######## usb_crc_ctrl ########
==> usb_crc_ctrl/registers.png <==
The bar under the picture is 20 um long.
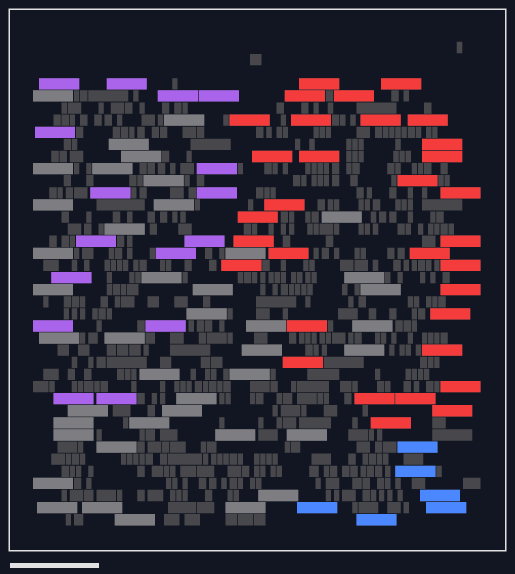
==> usb_crc_ctrl/zoom.png <==
Region (8, 71) to (48, 111) um. Cells in grey, sequential cells in the stronger grey; small squares are vias.
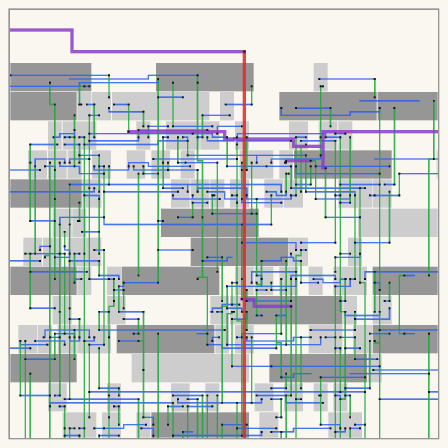
==> usb_crc_ctrl/final_clocks.png <==
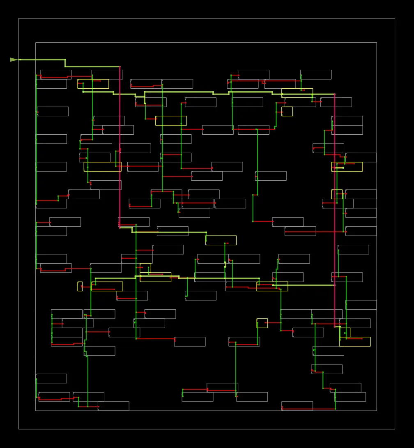
==> config.mk <==
export PLATFORM = sky130hd
export DESIGN_NAME = usb_crc_ctrl
export DESIGN_NICKNAME = d
export VERILOG_FILES = /design/src/rtl/usb_pkg.sv /design/src/rtl/fifo.sv /design/src/rtl/usb_crc_ctrl.sv
export SDC_FILE = /design/constraint.sdc
export NUM_CORES = 1
export LEC_CHECK = 0
export ABC_AREA = 1
export CAP_MARGIN = 20
export CORE_ASPECT_RATIO = 1.1
export CORE_MARGIN = 5
export CORE_UTILIZATION = 46
export CTS_CLUSTER_DIAMETER = 50
export DETAILED_ROUTE_END_ITERATION = 16
export SLEW_MARGIN = 20
export SYNTH_ARGS = -nofsm -noshare
export SYNTH_HDL_FRONTEND = slang
export SYNTH_SLANG_ARGS = --single-unit
==> constraint.sdc <==
create_clock -name clk -period 4.25 [get_ports clk]
set_input_delay 1.0625 -clock clk [delete_from_list [all_inputs] [get_ports clk]]
set_output_delay 1.0625 -clock clk [all_outputs]
set_load 0.1 [all_outputs]
==> src/rtl/usb_pkg.sv <==
// Shared USB transmit-path types, sizes, CRC polynomials and the serial CRC update step.
package usb_pkg;

  typedef enum logic [1:0] {
    DATA   = 2'd0,
    TOKEN  = 2'd1,
    HSHAKE = 2'd2
  } pkt_t;

  typedef enum logic [2:0] {
    IDLE,
    HDR,
    BODY,
    DRAIN,
    CRC_OUT
  } state_t;

  localparam logic [7:0] SYNC = 8'b0000_0001;

  localparam int unsigned DATA_CRC_BITS     = 16;
  localparam int unsigned TOKEN_CRC_BITS    = 5;
  localparam int unsigned HSHAKE_CRC_BITS   = 0;
  localparam int unsigned TOKEN_FIELD_BITS  = 11;
  localparam int unsigned HSHAKE_FIELD_BITS = 0;

  localparam logic [4:0]  POLY5  = 5'b00101;
  localparam logic [15:0] POLY16 = 16'h8005;

  localparam logic [4:0]  CRC5_INIT  = 5'h1F;
  localparam logic [15:0] CRC16_INIT = 16'hFFFF;

  localparam logic [4:0]  CRC5_RESIDUE  = 5'b01100;
  localparam logic [15:0] CRC16_RESIDUE = 16'h800D;

  // One serial CRC step; TOKEN uses the low 5 bits and keeps the upper bits clear.
  function automatic logic [15:0] crc_step(input pkt_t t, input logic [15:0] crc, input logic b);
    logic fb;
    if (t == TOKEN) begin
      fb = b ^ crc[4];
      return {11'd0, {crc[3:0], 1'b0} ^ (fb ? POLY5 : 5'd0)};
    end
    fb = b ^ crc[15];
    return {crc[14:0], 1'b0} ^ (fb ? POLY16 : 16'd0);
  endfunction

endpackage

==> src/rtl/fifo.sv <==
// 1-bit elastic buffer between the encoder and the bit stuffer; DEPTH must be a power of two.
module fifo #(
  parameter int unsigned DEPTH = 32
) (
  input  logic clk,
  input  logic rst_b,
  input  logic wr,
  input  logic din,
  input  logic rd,
  output logic dout,
  output logic full,
  output logic empty,
  output logic single
);

  localparam int unsigned AW = $clog2(DEPTH);
  localparam int unsigned CW = AW + 1;

  logic [DEPTH-1:0] mem_q;
  logic [AW-1:0]    wptr_q, rptr_q;
  logic [CW-1:0]    cnt_q, cnt_d;
  logic             do_wr, do_rd;

  assign empty  = cnt_q == '0;
  assign full   = cnt_q == CW'(DEPTH);
  assign single = cnt_q == CW'(1);
  assign dout   = mem_q[rptr_q];
  assign do_rd  = rd && !empty;
  // A pop in the same cycle frees the slot, so a write to a full FIFO is still legal then.
  assign do_wr  = wr && (!full || do_rd);

  always_comb begin
    cnt_d = cnt_q;
    case ({do_wr, do_rd})
      2'b10:   cnt_d = cnt_q + CW'(1);
      2'b01:   cnt_d = cnt_q - CW'(1);
      default: cnt_d = cnt_q;
    endcase
  end

  always_ff @(posedge clk or negedge rst_b) begin
    if (!rst_b) begin
      mem_q  <= '0;
      wptr_q <= '0;
      rptr_q <= '0;
      cnt_q  <= '0;
    end else begin
      cnt_q <= cnt_d;
      if (do_wr) begin
        mem_q[wptr_q] <= din;
        wptr_q        <= wptr_q + AW'(1);
      end
      if (do_rd) begin
        rptr_q <= rptr_q + AW'(1);
      end
    end
  end

endmodule

==> src/rtl/usb_crc_ctrl.sv <==
// Transmit-path sequencer: buffers the packet bit stream and appends a complemented CRC5/CRC16.
// Define CRC_ERR_EN to build the sticky protocol-error flag; otherwise err is tied low.
module usb_crc_ctrl
  import usb_pkg::*;
#(
  parameter int unsigned DEPTH    = 32,
  parameter int unsigned HDR_BITS = 16
) (
  input  logic       clk,
  input  logic       rst_b,
  input  logic       s_in,
  input  logic       start,
  input  logic       endr,
  input  logic [1:0] pkt_type,
  input  logic       pause,
  output logic       s_out,
  output logic       start_b,
  output logic       endr_b,
  output logic       busy,
  output logic       err
);

  localparam int unsigned   CW         = $clog2(HDR_BITS) + 1;
  localparam logic [CW-1:0] HDR_LAST   = CW'(HDR_BITS - 1);
  localparam logic [3:0]    TOKEN_LAST = 4'(TOKEN_CRC_BITS - 1);
  localparam logic [3:0]    DATA_LAST  = 4'(DATA_CRC_BITS - 1);

  state_t        state_q, state_d;
  pkt_t          type_q, type_d;
  logic [15:0]   crc_q, crc_d;
  logic [15:0]   rem_q, rem_d;
  logic [15:0]   crc_nxt;
  logic          crc_en_q, crc_en_d;
  logic          first_q, first_d;
  logic [CW-1:0] in_cnt_q, in_cnt_d;
  logic [3:0]    out_cnt_q, out_cnt_d;

  logic wr_req, f_wr, f_head, f_full, f_empty, f_single;
  logic pop, crc_last;

  assign pop      = !pause && !f_empty;
  assign f_wr     = wr_req && (!f_full || pop);
  assign crc_nxt  = crc_step(type_q, crc_q, s_in);
  assign crc_last = out_cnt_q == ((type_q == TOKEN) ? TOKEN_LAST : DATA_LAST);

  fifo #(
    .DEPTH(DEPTH)
  ) u_fifo (
    .clk   (clk),
    .rst_b (rst_b),
    .wr    (f_wr),
    .din   (s_in),
    .rd    (pop),
    .dout  (f_head),
    .full  (f_full),
    .empty (f_empty),
    .single(f_single)
  );

  always_comb begin
    state_d   = state_q;
    type_d    = type_q;
    crc_d     = crc_q;
    rem_d     = rem_q;
    crc_en_d  = crc_en_q;
    first_d   = first_q;
    in_cnt_d  = in_cnt_q;
    out_cnt_d = out_cnt_q;
    wr_req    = 1'b0;

    if (pop) begin
      first_d = 1'b0;
    end

    unique case (state_q)
      IDLE: begin
        if (start && !endr) begin
          type_d    = pkt_t'(pkt_type);
          crc_d     = (pkt_t'(pkt_type) == TOKEN) ? {11'd0, CRC5_INIT} : CRC16_INIT;
          crc_en_d  = 1'b0;
          first_d   = 1'b1;
          in_cnt_d  = CW'(1);
          out_cnt_d = '0;
          wr_req    = 1'b1;
          state_d   = HDR;
        end
      end
      HDR: begin
        wr_req   = 1'b1;
        in_cnt_d = in_cnt_q + CW'(1);
        if (in_cnt_q == HDR_LAST) begin
          if (endr) begin
            // Zero-length field: the appended CRC is the complemented init value.
            rem_d    = ~crc_q;
            crc_en_d = type_q != HSHAKE;
            state_d  = DRAIN;
          end else begin
            state_d = BODY;
          end
        end else if (endr) begin
          crc_en_d = 1'b0;
          state_d  = DRAIN;
        end
      end
      BODY: begin
        wr_req = 1'b1;
        crc_d  = crc_nxt;
        if (endr) begin
          rem_d    = ~crc_nxt;
          crc_en_d = type_q != HSHAKE;
          state_d  = DRAIN;
        end
      end
      DRAIN: begin
        if (f_empty || (pop && f_single)) begin
          state_d = crc_en_q ? CRC_OUT : IDLE;
        end
      end
      CRC_OUT: begin
        if (!pause) begin
          rem_d     = {rem_q[14:0], 1'b0};
          out_cnt_d = out_cnt_q + 4'd1;
          if (crc_last) begin
            state_d = IDLE;
          end
        end
      end
      default: state_d = IDLE;
    endcase
  end

  always_ff @(posedge clk or negedge rst_b) begin
    if (!rst_b) begin
      state_q   <= IDLE;
      type_q    <= DATA;
      crc_q     <= '0;
      rem_q     <= '0;
      crc_en_q  <= 1'b0;
      first_q   <= 1'b0;
      in_cnt_q  <= '0;
      out_cnt_q <= '0;
    end else begin
      state_q   <= state_d;
      type_q    <= type_d;
      crc_q     <= crc_d;
      rem_q     <= rem_d;
      crc_en_q  <= crc_en_d;
      first_q   <= first_d;
      in_cnt_q  <= in_cnt_d;
      out_cnt_q <= out_cnt_d;
    end
  end

  always_comb begin
    s_out = f_head && !f_empty;
    if (state_q == CRC_OUT) begin
      s_out = (type_q == TOKEN) ? rem_q[4] : rem_q[15];
    end
  end

  assign start_b = first_q && !f_empty;
  assign endr_b  = (state_q == CRC_OUT && crc_last) ||
                   (state_q == DRAIN && f_single && !crc_en_q);
  assign busy    = state_q != IDLE;

`ifdef CRC_ERR_EN
  logic err_q, err_d;

  always_comb begin
    err_d = err_q;
    if (state_q == IDLE && start && !endr) begin
      err_d = 1'b0;
    end
    if ((start && (state_q != IDLE || endr)) ||
        (wr_req && f_full && !pop) ||
        (state_q == HDR && endr && in_cnt_q != HDR_LAST)) begin
      err_d = 1'b1;
    end
  end

  always_ff @(posedge clk or negedge rst_b) begin
    if (!rst_b) begin
      err_q <= 1'b0;
    end else begin
      err_q <= err_d;
    end
  end

  assign err = err_q;
`else
  assign err = 1'b0;
`endif

endmodule

==> qor.csv <==
metric,value,unit
Hold WS,0.477,ns
largest net degree at the start of global routing,80,
Clock power frac,18.0,%
top cells by count,"nand2_1 (183), dfrtp_1 (96), inv_1 (95)",
nets,687,
met1 global-route usage,22.4,%
cell count after placement,803,
status,"complete, no violations",
"Distinct cells, synth",39,
drt wl/cell,13.5,um
VDD IR max,0.415,mV
Syn Area/Cell,7.84,um^2
cell total in the yosys stat output,661,
post-synth top area cell,dfrtp_1,
Power Density,820,nW/um^2
WL met1,5180,um
Final GP Congestion,0.800,
DR top layer,met4,
Yosys Chip Area,5180,um^2
port bufs,11,
"AND-OR/OR-AND Cells, Area Fraction",13.7,%
About usb_crc_ctrl/registers.png:
| colour | signal | sequential cells |
|---|---|---|
| blue | `u_fifo.cnt_q` | 6 |
| red | `u_fifo.mem_q` | 32 |
| purple | `rem_q` | 16 |
not coloured: 42
flop share of the area: 42.2%
Reg area: 2400 um^2
Seq power: 1.65 mW
Util after Layout: 51.9%

About usb_crc_ctrl/zoom.png:
| colour | layer |
|---|---|
| purple | met3 |
| green | met2 |
| red | met4 |
| blue | met1 |
netlist names of flops here include: `crc_q` (10), `rem_q` (8)
cells with their middle in the window: 94
sequential cells in the window: 18
most frequent: o21ai_0 (19), dfrtp_1 (18), inv_1 (16)

About usb_crc_ctrl/final_clocks.png:
Clock Buffer Count: 10
Num CTS Buffers: 9

metrics by stage:
| stage | area, um^2 | util, % | worst slack, ns |
|---|---|---|---|
| finish | 5690 | 51.9 | 0.684 |
| global route | 5690 | 51.9 | 0.415 |
| CTS | 5690 | 51.9 | 0.647 |
| detailed placement | 5380 | 49.1 | 0.782 |
| global placement | 5380 | 49.1 | 0.847 |
| floorplan | 5180 | - | 0.130 |
layout make-up:
cell class	count	area, um^2
fillers	1017	5270
repair buffers	14	126
clock inverters	6	73.8
inverters	98	370
well taps	147	184
clock buffers	10	229
multi-input cells	448	2300
flip-flops and latches	96	2400

######## set_pc ########
===== config.mk =====
export PLATFORM = sky130hd
export DESIGN_NAME = set_pc
export DESIGN_NICKNAME = d
export VERILOG_FILES = /design/src/rtl/pc_pkg.sv /design/src/rtl/set_pc_rise_detect.sv /design/src/rtl/set_pc.sv
export SDC_FILE = /design/constraint.sdc
export NUM_CORES = 1
export LEC_CHECK = 0
export CAP_MARGIN = 20
export CORE_AREA = 2 2 39 41
export CTS_CLUSTER_DIAMETER = 200
export DETAILED_ROUTE_END_ITERATION = 6
export DIE_AREA = 0 0 41 43
export PLACE_DENSITY = 0.74
export SYNTH_ARGS = -nofsm -noshare
export SYNTH_HDL_FRONTEND = slang
export SYNTH_SLANG_ARGS = --single-unit

===== constraint.sdc =====
create_clock -name i_clk -period 3.5 [get_ports i_clk]
set_input_delay 0.7 -clock i_clk [delete_from_list [all_inputs] [get_ports i_clk]]
set_output_delay 0.7 -clock i_clk [all_outputs]
set_load 0.01 [all_outputs]

===== src/rtl/pc_pkg.sv =====
// Shared types and constants for the program-counter slice of the CPU datapath.
package pc_pkg;

    localparam int unsigned PC_WIDTH = 8;

    typedef logic [PC_WIDTH-1:0] pc_t;

    localparam pc_t PC_RESET_VAL = '0;

endpackage


===== src/rtl/set_pc_rise_detect.sv =====
// Rising-edge detector: a single history flop and an AND give a one-cycle pulse.
module rise_detect (
    input  logic i_clk,
    input  logic i_reset,
    input  logic i_sig,
    output logic o_pulse
);

    logic sig_d;
    logic sig_q;

    always_comb begin
        sig_d = i_sig;
    end

    // The history is cleared in reset, so a level already high at release counts as an edge.
    always_ff @(posedge i_clk) begin
        if (!i_reset) begin
            sig_q <= 1'b0;
        end else begin
            sig_q <= sig_d;
        end
    end

    assign o_pulse = i_sig & ~sig_q;

endmodule


===== src/rtl/set_pc.sv =====
// Program-counter register: load has priority over an edge-detected increment.
module set_pc
    import pc_pkg::*;
#(
    parameter int unsigned       WIDTH     = PC_WIDTH,
    parameter int unsigned       STEP      = 1,
    parameter logic [WIDTH-1:0]  RESET_VAL = WIDTH'(PC_RESET_VAL)
) (
    input  logic             i_clk,
    input  logic             i_reset,
    input  logic             i_incPc,
    input  logic             i_loadPc,
    input  logic [WIDTH-1:0] i_pcIn,
    output logic [WIDTH-1:0] o_pcOut,
    output logic             o_wrap
);

    localparam logic [WIDTH:0] STEP_EXT = {1'b0, WIDTH'(STEP)};

    logic             inc_evt;
    logic [WIDTH:0]   sum;
    logic [WIDTH-1:0] pc_d;
    logic [WIDTH-1:0] pc_q;
    logic             wrap_d;
    logic             wrap_q;

    rise_detect u_inc_edge (
        .i_clk   (i_clk),
        .i_reset (i_reset),
        .i_sig   (i_incPc),
        .o_pulse (inc_evt)
    );

    // The extra carry bit of the sum is exactly the overflow flag.
    always_comb begin
        sum    = {1'b0, pc_q} + STEP_EXT;
        pc_d   = pc_q;
        wrap_d = 1'b0;
        if (i_loadPc) begin
            pc_d = i_pcIn;
        end else if (inc_evt) begin
            pc_d   = sum[WIDTH-1:0];
            wrap_d = sum[WIDTH];
        end
    end

    always_ff @(posedge i_clk) begin
        if (!i_reset) begin
            pc_q   <= RESET_VAL;
            wrap_q <= 1'b0;
        end else begin
            pc_q   <= pc_d;
            wrap_q <= wrap_d;
        end
    end

    assign o_pcOut = pc_q;
    assign o_wrap  = wrap_q;

endmodule


==> set_pc/metal_stack.png <==
Only two layers are drawn.
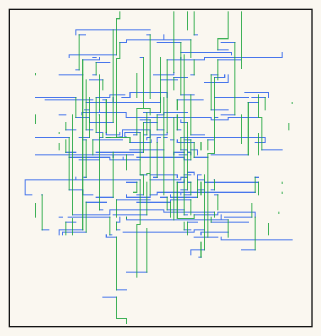
| colour | layer | wire length |
|---|---|---|
| green | met2 | 521 um |
| blue | met1 | 529 um |
drt total wl: 1160 um
Vias: 515
drt wl/cell: 12.1 um
total global-route track usage: 15.1%

==> qor.csv <==
metric,value,unit
status,"complete, no violations",
Critical Path End,o_pcOut[2],
nets,94,
"Slew Viols, Final",0,
Worst Hold End,o_wrap$_SDFF_PP0_,
Post-CTS Hold Buffers,0,
Hold WS,0.479,ns
gr ovfl total,0,
Worst Hold Class,register to register,
P_int,217,uW
FMAX,0.495,GHz
VDD IR max,0.178,mV
R2R depth,3,
FF-to-FF Start,o_pcOut[2]$_SDFFE_PN0P_,
area growth from synthesis to layout,48.0,%
==> set_pc/port_nets.png <==
The bar under the picture is 10 um long.
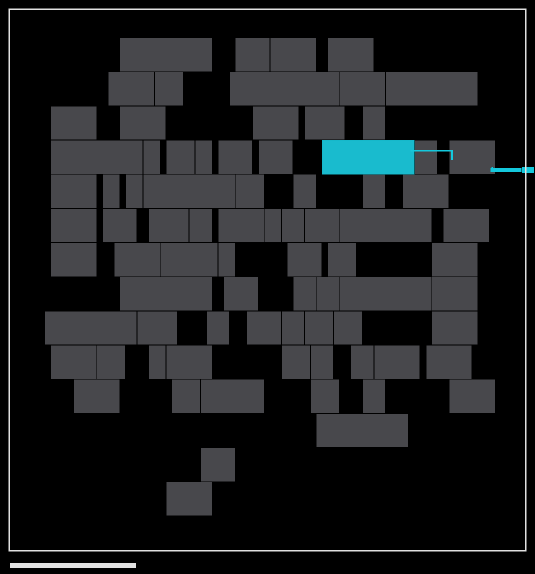
| colour | port | direction | edge | end cells | buffers | wire |
|---|---|---|---|---|---|---|
| cyan | `o_wrap` | output | east | 1 | 1 | 6.30 um |
IO Count: 21
port bufs: 20

## routing by layer
metal,vias to the layer above,wire length [um]
met5,-,0
met4,0,17
met3,2,93
met2,22,520
met1,228,528
li1,263,-
## cells in the mapped netlist, types with 2 or more instances
master	count	area share, %
nand2_1	2	1.4
nor2_1	2	1.4
a31oi_1	3	3.6
o311a_1	2	3.9
nand2b_1	3	3.6
dfxtp_1	10	39
xor2_1	2	3.4
nand3_1	5	4.8
or3_1	2	2.4
clkbuf_1	2	1.4
inv_1	3	2.2
o21ai_0	6	5.8

######## alu_mul_sequencer ########
==> alu_mul_sequencer/port_nets.png <==
The bar under the picture is 20 um long.
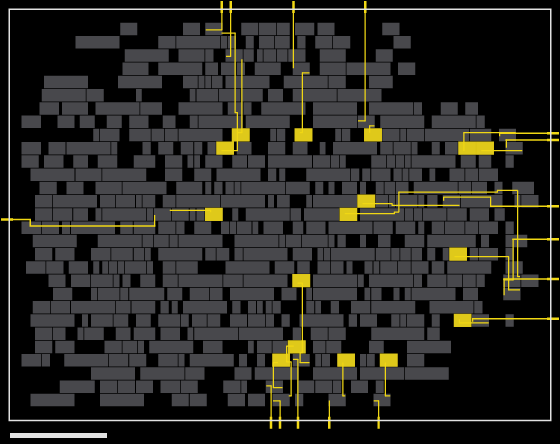
[src/rtl/alu_pkg.sv]
// Shared ALU opcode constants and the multiply sequencer state encoding.
// Reused by the ALU and every controller that drives it.
package alu_pkg;
  localparam logic [2:0] ALU_ADD  = 3'd0;
  localparam logic [2:0] ALU_SUB  = 3'd1;
  localparam logic [2:0] ALU_PASS = 3'd2;
  localparam logic [2:0] ALU_ZER  = 3'd3;
  localparam logic [2:0] ALU_DECA = 3'd4;
  localparam logic [2:0] ALU_MUL2 = 3'd5;
  localparam logic [2:0] ALU_DIV2 = 3'd6;

  typedef enum logic [2:0] {
    ST_IDLE = 3'd0,
    ST_TEST = 3'd1,
    ST_ADD  = 3'd2,
    ST_SHL  = 3'd3,
    ST_SHR  = 3'd4,
    ST_DONE = 3'd5
  } mul_state_e;
endpackage

[src/rtl/alu_mul_sequencer.sv]
// Shift-add multiplier (low 16 bits of a 16x16 product) that borrows the shared ALU.
// FSM and working registers live in one block; ALU drive is a Moore decode of state.
module alu_mul_sequencer
  import alu_pkg::*;
#(
  parameter int WIDTH = 16
) (
  input  logic             clk,
  input  logic             rst,
  input  logic             start,
  input  logic [WIDTH-1:0] a_in,
  input  logic [WIDTH-1:0] b_in,
  output logic             busy,
  output logic             done,
  output logic [WIDTH-1:0] result,
  output logic             ovf,
  output logic [2:0]       alu_op,
  output logic [WIDTH-1:0] alu_a,
  output logic [WIDTH-1:0] alu_b,
  input  logic [WIDTH-1:0] alu_c,
  input  logic             alu_z
);
  mul_state_e       state_q;
  logic [WIDTH-1:0] acc_q;
  logic [WIDTH-1:0] mcand_q;
  logic [WIDTH-1:0] mplier_q;
  logic [WIDTH-1:0] result_q;
  logic             ovf_q;
  logic             busy_q;
  logic             done_q;

  always_ff @(posedge clk or posedge rst) begin
    if (rst) begin
      state_q  <= ST_IDLE;
      acc_q    <= '0;
      mcand_q  <= '0;
      mplier_q <= '0;
      result_q <= '0;
      ovf_q    <= 1'b0;
      busy_q   <= 1'b0;
      done_q   <= 1'b0;
    end else begin
      done_q <= 1'b0;
      case (state_q)
        ST_IDLE: begin
          if (start) begin
            mcand_q  <= a_in;
            mplier_q <= b_in;
            acc_q    <= '0;
            ovf_q    <= 1'b0;
            busy_q   <= 1'b1;
            state_q  <= ST_TEST;
          end
        end
        ST_TEST: begin
          // Result is loaded on entry to DONE so it is valid alongside the done pulse.
          if (alu_z) begin
            result_q <= acc_q;
            done_q   <= 1'b1;
            state_q  <= ST_DONE;
          end else if (mplier_q[0]) begin
            state_q <= ST_ADD;
          end else begin
            state_q <= ST_SHL;
          end
        end
        ST_ADD: begin
          acc_q <= alu_c;
          if (alu_c < acc_q) ovf_q <= 1'b1;
          state_q <= ST_SHL;
        end
        ST_SHL: begin
          // A multiplicand bit falling off the top matters only if a later add would use it.
          mcand_q <= alu_c;
          if (mcand_q[WIDTH-1] && (mplier_q[WIDTH-1:1] != '0)) ovf_q <= 1'b1;
          state_q <= ST_SHR;
        end
        ST_SHR: begin
          mplier_q <= alu_c;
          state_q  <= ST_TEST;
        end
        ST_DONE: begin
          busy_q  <= 1'b0;
          state_q <= ST_IDLE;
        end
        default: begin
          busy_q  <= 1'b0;
          state_q <= ST_IDLE;
        end
      endcase
    end
  end

  always_comb begin
    alu_op = ALU_ZER;
    alu_a  = '0;
    alu_b  = '0;
    case (state_q)
      ST_TEST: begin
        alu_op = ALU_PASS;
        alu_b  = mplier_q;
      end
      ST_ADD: begin
        alu_op = ALU_ADD;
        alu_a  = acc_q;
        alu_b  = mcand_q;
      end
      ST_SHL: begin
        alu_op = ALU_MUL2;
        alu_b  = mcand_q;
      end
      ST_SHR: begin
        alu_op = ALU_DIV2;
        alu_b  = mplier_q;
      end
      default: begin
        alu_op = ALU_ZER;
      end
    endcase
  end

  assign busy   = busy_q;
  assign done   = done_q;
  assign result = result_q;
  assign ovf    = ovf_q;
endmodule

[config.mk]
export PLATFORM = sky130hd
export DESIGN_NAME = alu_mul_sequencer
export DESIGN_NICKNAME = d
export VERILOG_FILES = /design/src/rtl/alu_pkg.sv /design/src/rtl/alu_mul_sequencer.sv
export SDC_FILE = /design/constraint.sdc
export NUM_CORES = 1
export LEC_CHECK = 0
export CAP_MARGIN = 40
export CORE_ASPECT_RATIO = 0.75
export CORE_MARGIN = 2
export CORE_UTILIZATION = 43
export CTS_CLUSTER_DIAMETER = 120
export DETAILED_ROUTE_END_ITERATION = 8
export GPL_TIMING_DRIVEN = 0
export PLACE_DENSITY = 0.79
export SKIP_CTS_REPAIR_TIMING = 1
export SYNTH_ARGS = -nofsm -noshare
export SYNTH_HDL_FRONTEND = slang
export SYNTH_SLANG_ARGS = --single-unit
[constraint.sdc]
create_clock -name clk -period 2.2 [get_ports clk]
set_input_delay 0.55 -clock clk [delete_from_list [all_inputs] [get_ports clk]]
set_output_delay 0.55 -clock clk [all_outputs]
set_load 0.01 [all_outputs]
==> qor.csv <==
metric,value,unit
status,finished with violations,
failing checks,negative setup slack,
final setup vio count,26,
largest net degree at the start of global routing,32,
Top non-seq family,AND-OR/OR-AND gates,
Antenna diodes,0,
post-route setup slack,-0.129,ns
grt met2 use,36.8,%
yosys warns,0,
Hold Path Depth,1,
"AND-OR/OR-AND Cells, Area Fraction",16.1,%
Clock-cell share,5.53,%
top cells by count,"dfrtp_1 (70), nor2_1 (36), a22o_1 (32), mux2i_1 (32), nand2_1 (27)",
RSZ-0062 raised after global routing,yes,
layout cells sized above 1,26.1,%
Notes on alu_mul_sequencer/port_nets.png above:
| colour | port | direction | edge | end cells | buffers | wire |
|---|---|---|---|---|---|---|
| yellow | `a_in` | input | 6 east, 5 south, 4 north, 1 west | 16 | 16 | 464 um |
IO Count: 106
port bufs: 105

## power by group through the flow
stage | registers [mW] | logic, mW | clock network [mW]
detailed placement | 2.27 | 3.52 | 0
finish | 2.28 | 4.05 | 1.50
CTS | 2.26 | 3.55 | 1.51
global placement | 2.25 | 3.41 | 0
floorplan | 2.22 | 2.11 | 0
global route | 2.35 | 4.37 | 1.58
## flip-flops by register name, indices dropped and copies added (netlist names)
| signal | count |
|---|---|
| acc_q | 16 |
| ovf | 1 |
| state_q | 3 |
| result | 16 |
| busy | 1 |
| mcand_q | 16 |
| mplier_q | 16 |
| done | 1 |

######## uart_tx_fifo ########
File: src/rtl/uart_tx_fifo.sv
// UART 8N1 transmitter fed by a small byte FIFO; frames leave back-to-back while data is queued.
// Serialises LSB first at BIT_PERIOD clocks per bit; tx is always a flop output.
//
//   state   | meaning
//   --------+-----------------------------------------------------------
//   S_IDLE  | line high, not busy; pops the FIFO head as soon as it exists
//   S_START | start bit (tx=0) for BIT_PERIOD cycles
//   S_DATA  | data bits 0..7, LSB first, BIT_PERIOD cycles each
//   S_STOP  | stop bit (tx=1); on its last cycle chains to the next byte
module uart_tx_fifo #(
   parameter int CLK_FREQ   = 50000000,
   parameter int BAUD_RATE  = 115200,
   parameter int BIT_PERIOD = CLK_FREQ / BAUD_RATE,
   parameter int FIFO_DEPTH = 4
) (
   input  logic                          Clk,
   input  logic                          Rst,
   input  logic [7:0]                    tx_data,
   input  logic                          tx_valid,
   output logic                          tx_ready,
   output logic                          tx,
   output logic                          tx_busy,
   output logic [$clog2(FIFO_DEPTH):0]   fifo_count
);

   localparam int PTR_W = $clog2(FIFO_DEPTH);
   localparam int CNT_W = PTR_W + 1;
   localparam logic [15:0]      BAUD_LAST = 16'(BIT_PERIOD - 1);
   localparam logic [CNT_W-1:0] FULL      = CNT_W'(FIFO_DEPTH);

   typedef enum logic [1:0] {S_IDLE, S_START, S_DATA, S_STOP} state_t;

   state_t           state;
   logic [7:0]       mem [FIFO_DEPTH];
   logic [PTR_W-1:0] wr_ptr;
   logic [PTR_W-1:0] rd_ptr;
   logic [CNT_W-1:0] count;
   logic [15:0]      baud_cnt;
   logic [2:0]       bit_idx;
   logic [2:0]       bit_nxt;
   logic [7:0]       shift;
   logic             push;
   logic             pop;
   logic             bit_end;

   assign tx_ready   = (count != FULL);
   assign push       = tx_valid && tx_ready;
   assign bit_end    = (baud_cnt == BAUD_LAST);
   assign bit_nxt    = bit_idx + 3'd1;
   assign fifo_count = count;

   // The FSM only takes a byte in IDLE or on the final stop-bit cycle, and never from an empty FIFO.
   assign pop = (count != '0) && ((state == S_IDLE) || ((state == S_STOP) && bit_end));

   always_ff @(posedge Clk) begin
      if (push) begin
         mem[wr_ptr] <= tx_data;
      end
   end

   always_ff @(posedge Clk) begin
      if (Rst) begin
         wr_ptr <= '0;
         rd_ptr <= '0;
         count  <= '0;
      end else begin
         if (push) begin
            wr_ptr <= wr_ptr + 1'b1;
         end
         if (pop) begin
            rd_ptr <= rd_ptr + 1'b1;
         end
         case ({push, pop})
            2'b10:   count <= count + 1'b1;
            2'b01:   count <= count - 1'b1;
            default: count <= count;
         endcase
      end
   end

   always_ff @(posedge Clk) begin
      if (Rst) begin
         state    <= S_IDLE;
         baud_cnt <= '0;
         bit_idx  <= '0;
         shift    <= '0;
         tx       <= 1'b1;
         tx_busy  <= 1'b0;
      end else begin
         case (state)
            S_IDLE: begin
               tx       <= 1'b1;
               tx_busy  <= 1'b0;
               baud_cnt <= '0;
               if (pop) begin
                  shift   <= mem[rd_ptr];
                  tx      <= 1'b0;
                  tx_busy <= 1'b1;
                  state   <= S_START;
               end
            end
            S_START: begin
               if (bit_end) begin
                  baud_cnt <= '0;
                  bit_idx  <= '0;
                  tx       <= shift[0];
                  state    <= S_DATA;
               end else begin
                  baud_cnt <= baud_cnt + 16'd1;
               end
            end
            S_DATA: begin
               if (bit_end) begin
                  baud_cnt <= '0;
                  if (bit_idx == 3'd7) begin
                     tx    <= 1'b1;
                     state <= S_STOP;
                  end else begin
                     bit_idx <= bit_nxt;
                     tx      <= shift[bit_nxt];
                  end
               end else begin
                  baud_cnt <= baud_cnt + 16'd1;
               end
            end
            S_STOP: begin
               if (bit_end) begin
                  baud_cnt <= '0;
                  if (pop) begin
                     // Chain straight into the next start bit; tx_busy stays high.
                     shift <= mem[rd_ptr];
                     tx    <= 1'b0;
                     state <= S_START;
                  end else begin
                     tx_busy <= 1'b0;
                     state   <= S_IDLE;
                  end
               end else begin
                  baud_cnt <= baud_cnt + 16'd1;
               end
            end
            default: begin
               state <= S_IDLE;
            end
         endcase
      end
   end

endmodule

File: config.mk
export PLATFORM = sky130hd
export DESIGN_NAME = uart_tx_fifo
export DESIGN_NICKNAME = d
export VERILOG_FILES = /design/src/rtl/uart_tx_fifo.sv
export SDC_FILE = /design/constraint.sdc
export NUM_CORES = 1
export LEC_CHECK = 0
export ABC_AREA = 1
export CORE_MARGIN = 4
export CORE_UTILIZATION = 62
export DETAILED_ROUTE_END_ITERATION = 16
export GPL_TIMING_DRIVEN = 0
export PLACE_DENSITY = 0.92
export SLEW_MARGIN = 20
export SYNTH_ARGS = -nofsm -noshare
export SYNTH_HDL_FRONTEND = slang
export SYNTH_SLANG_ARGS = --single-unit
File: constraint.sdc
create_clock -name Clk -period 3.5 [get_ports Clk]
set_input_delay 0.7 -clock Clk [delete_from_list [all_inputs] [get_ports Clk]]
set_output_delay 0.7 -clock Clk [all_outputs]
set_load 0.05 [all_outputs]
==> qor.csv <==
metric,value,unit
most numerous logic cells after layout,"nand2_1 (55), nor2_1 (49), dfxtp_1 (40)",
Root Buffer,clkbuf_8,
Tcrit/Tclk final,75.4,%
grt met2 use,38.2,%
hold path startpoint,baud_cnt[15]$_SDFF_PP0_,
status,"complete, no violations",
Reg-to-Reg End,fifo_count[2]$_SDFFE_PP0P_,
FP Rows,26,
H-tree levels,3,
P_int,1.61,mW
Bufs and invs on worst path,2,
Pwr Total,2.62,mW
Util after Layout,72.5,%
post-synth top area cell,edfxtp_1,
Worst Hold End,baud_cnt[15]$_SDFF_PP0_,
Worst Setup End Kind,register,
final setup vio count,0,
Critical Path End,fifo_count[2]$_SDFFE_PP0P_,
layout cells sized above 1,9.39,%
top cells by count,"nand2_1 (55), nor2_1 (49), dfxtp_1 (40)",
die area,6520,um^2
Slew HR,44.1,%
Max clock buf depth,2,
synth top area cells,"edfxtp_1 (29%), dfxtp_1 (24%), nand2_1 (6.3%), nor2_1 (5.6%), ha_1 (5.3%)",
RSZ-0062 raised after global routing,no,
Final GP Congestion,0.889,
fin crit period,2.64,ns
## layout make-up
type | count | area, um^2
well taps | 70 | 87.6
multi-input cells | 243 | 1330
plain buffers | 6 | 35.0
fillers | 372 | 1400
flip-flops and latches | 72 | 1760
repair buffers | 16 | 160
clock inverters | 5 | 32.5
clock buffers | 11 | 141
inverters | 41 | 154
## registers in the layout, indices dropped and copies added, names as in the netlist, named ones only
register / flops
baud_cnt: 16
bit_idx: 3
fifo_count: 3
mem: 32
rd_ptr: 2
shift: 8
state: 2
tx: 1
tx_busy: 1
wr_ptr: 2
==> uart_tx_fifo/metal_stack.png <==
Only two layers are drawn.
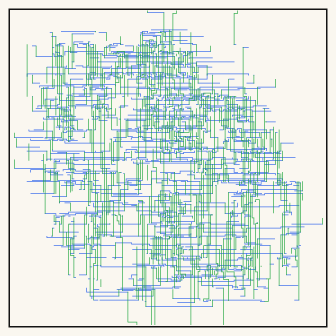
| colour | layer | wire length |
|---|---|---|
| blue | met1 | 2,970 um |
| green | met2 | 3,310 um |
Vias: 2,673
drt wl/cell: 14.7 um
drt total wl: 6830 um
total global-route track usage: 23.4%



==> screenshots <==
The clock network.
(a)
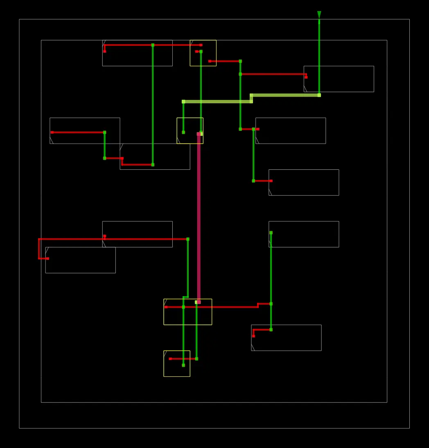
(b)
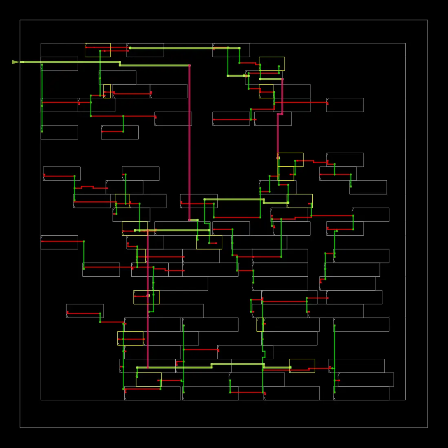
(c)
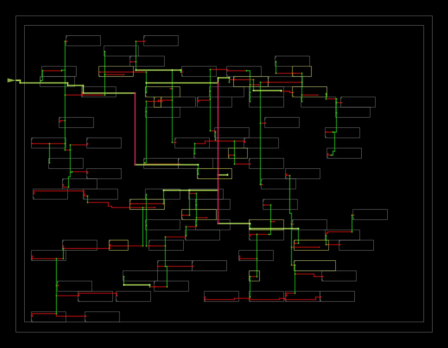
- fewest sequential cells: (a)
(c) comes from alu_mul_sequencer.
(a) comes from set_pc.
(b) comes from uart_tx_fifo.

No activity file was given, so power comes from the tool's default toggle rates.
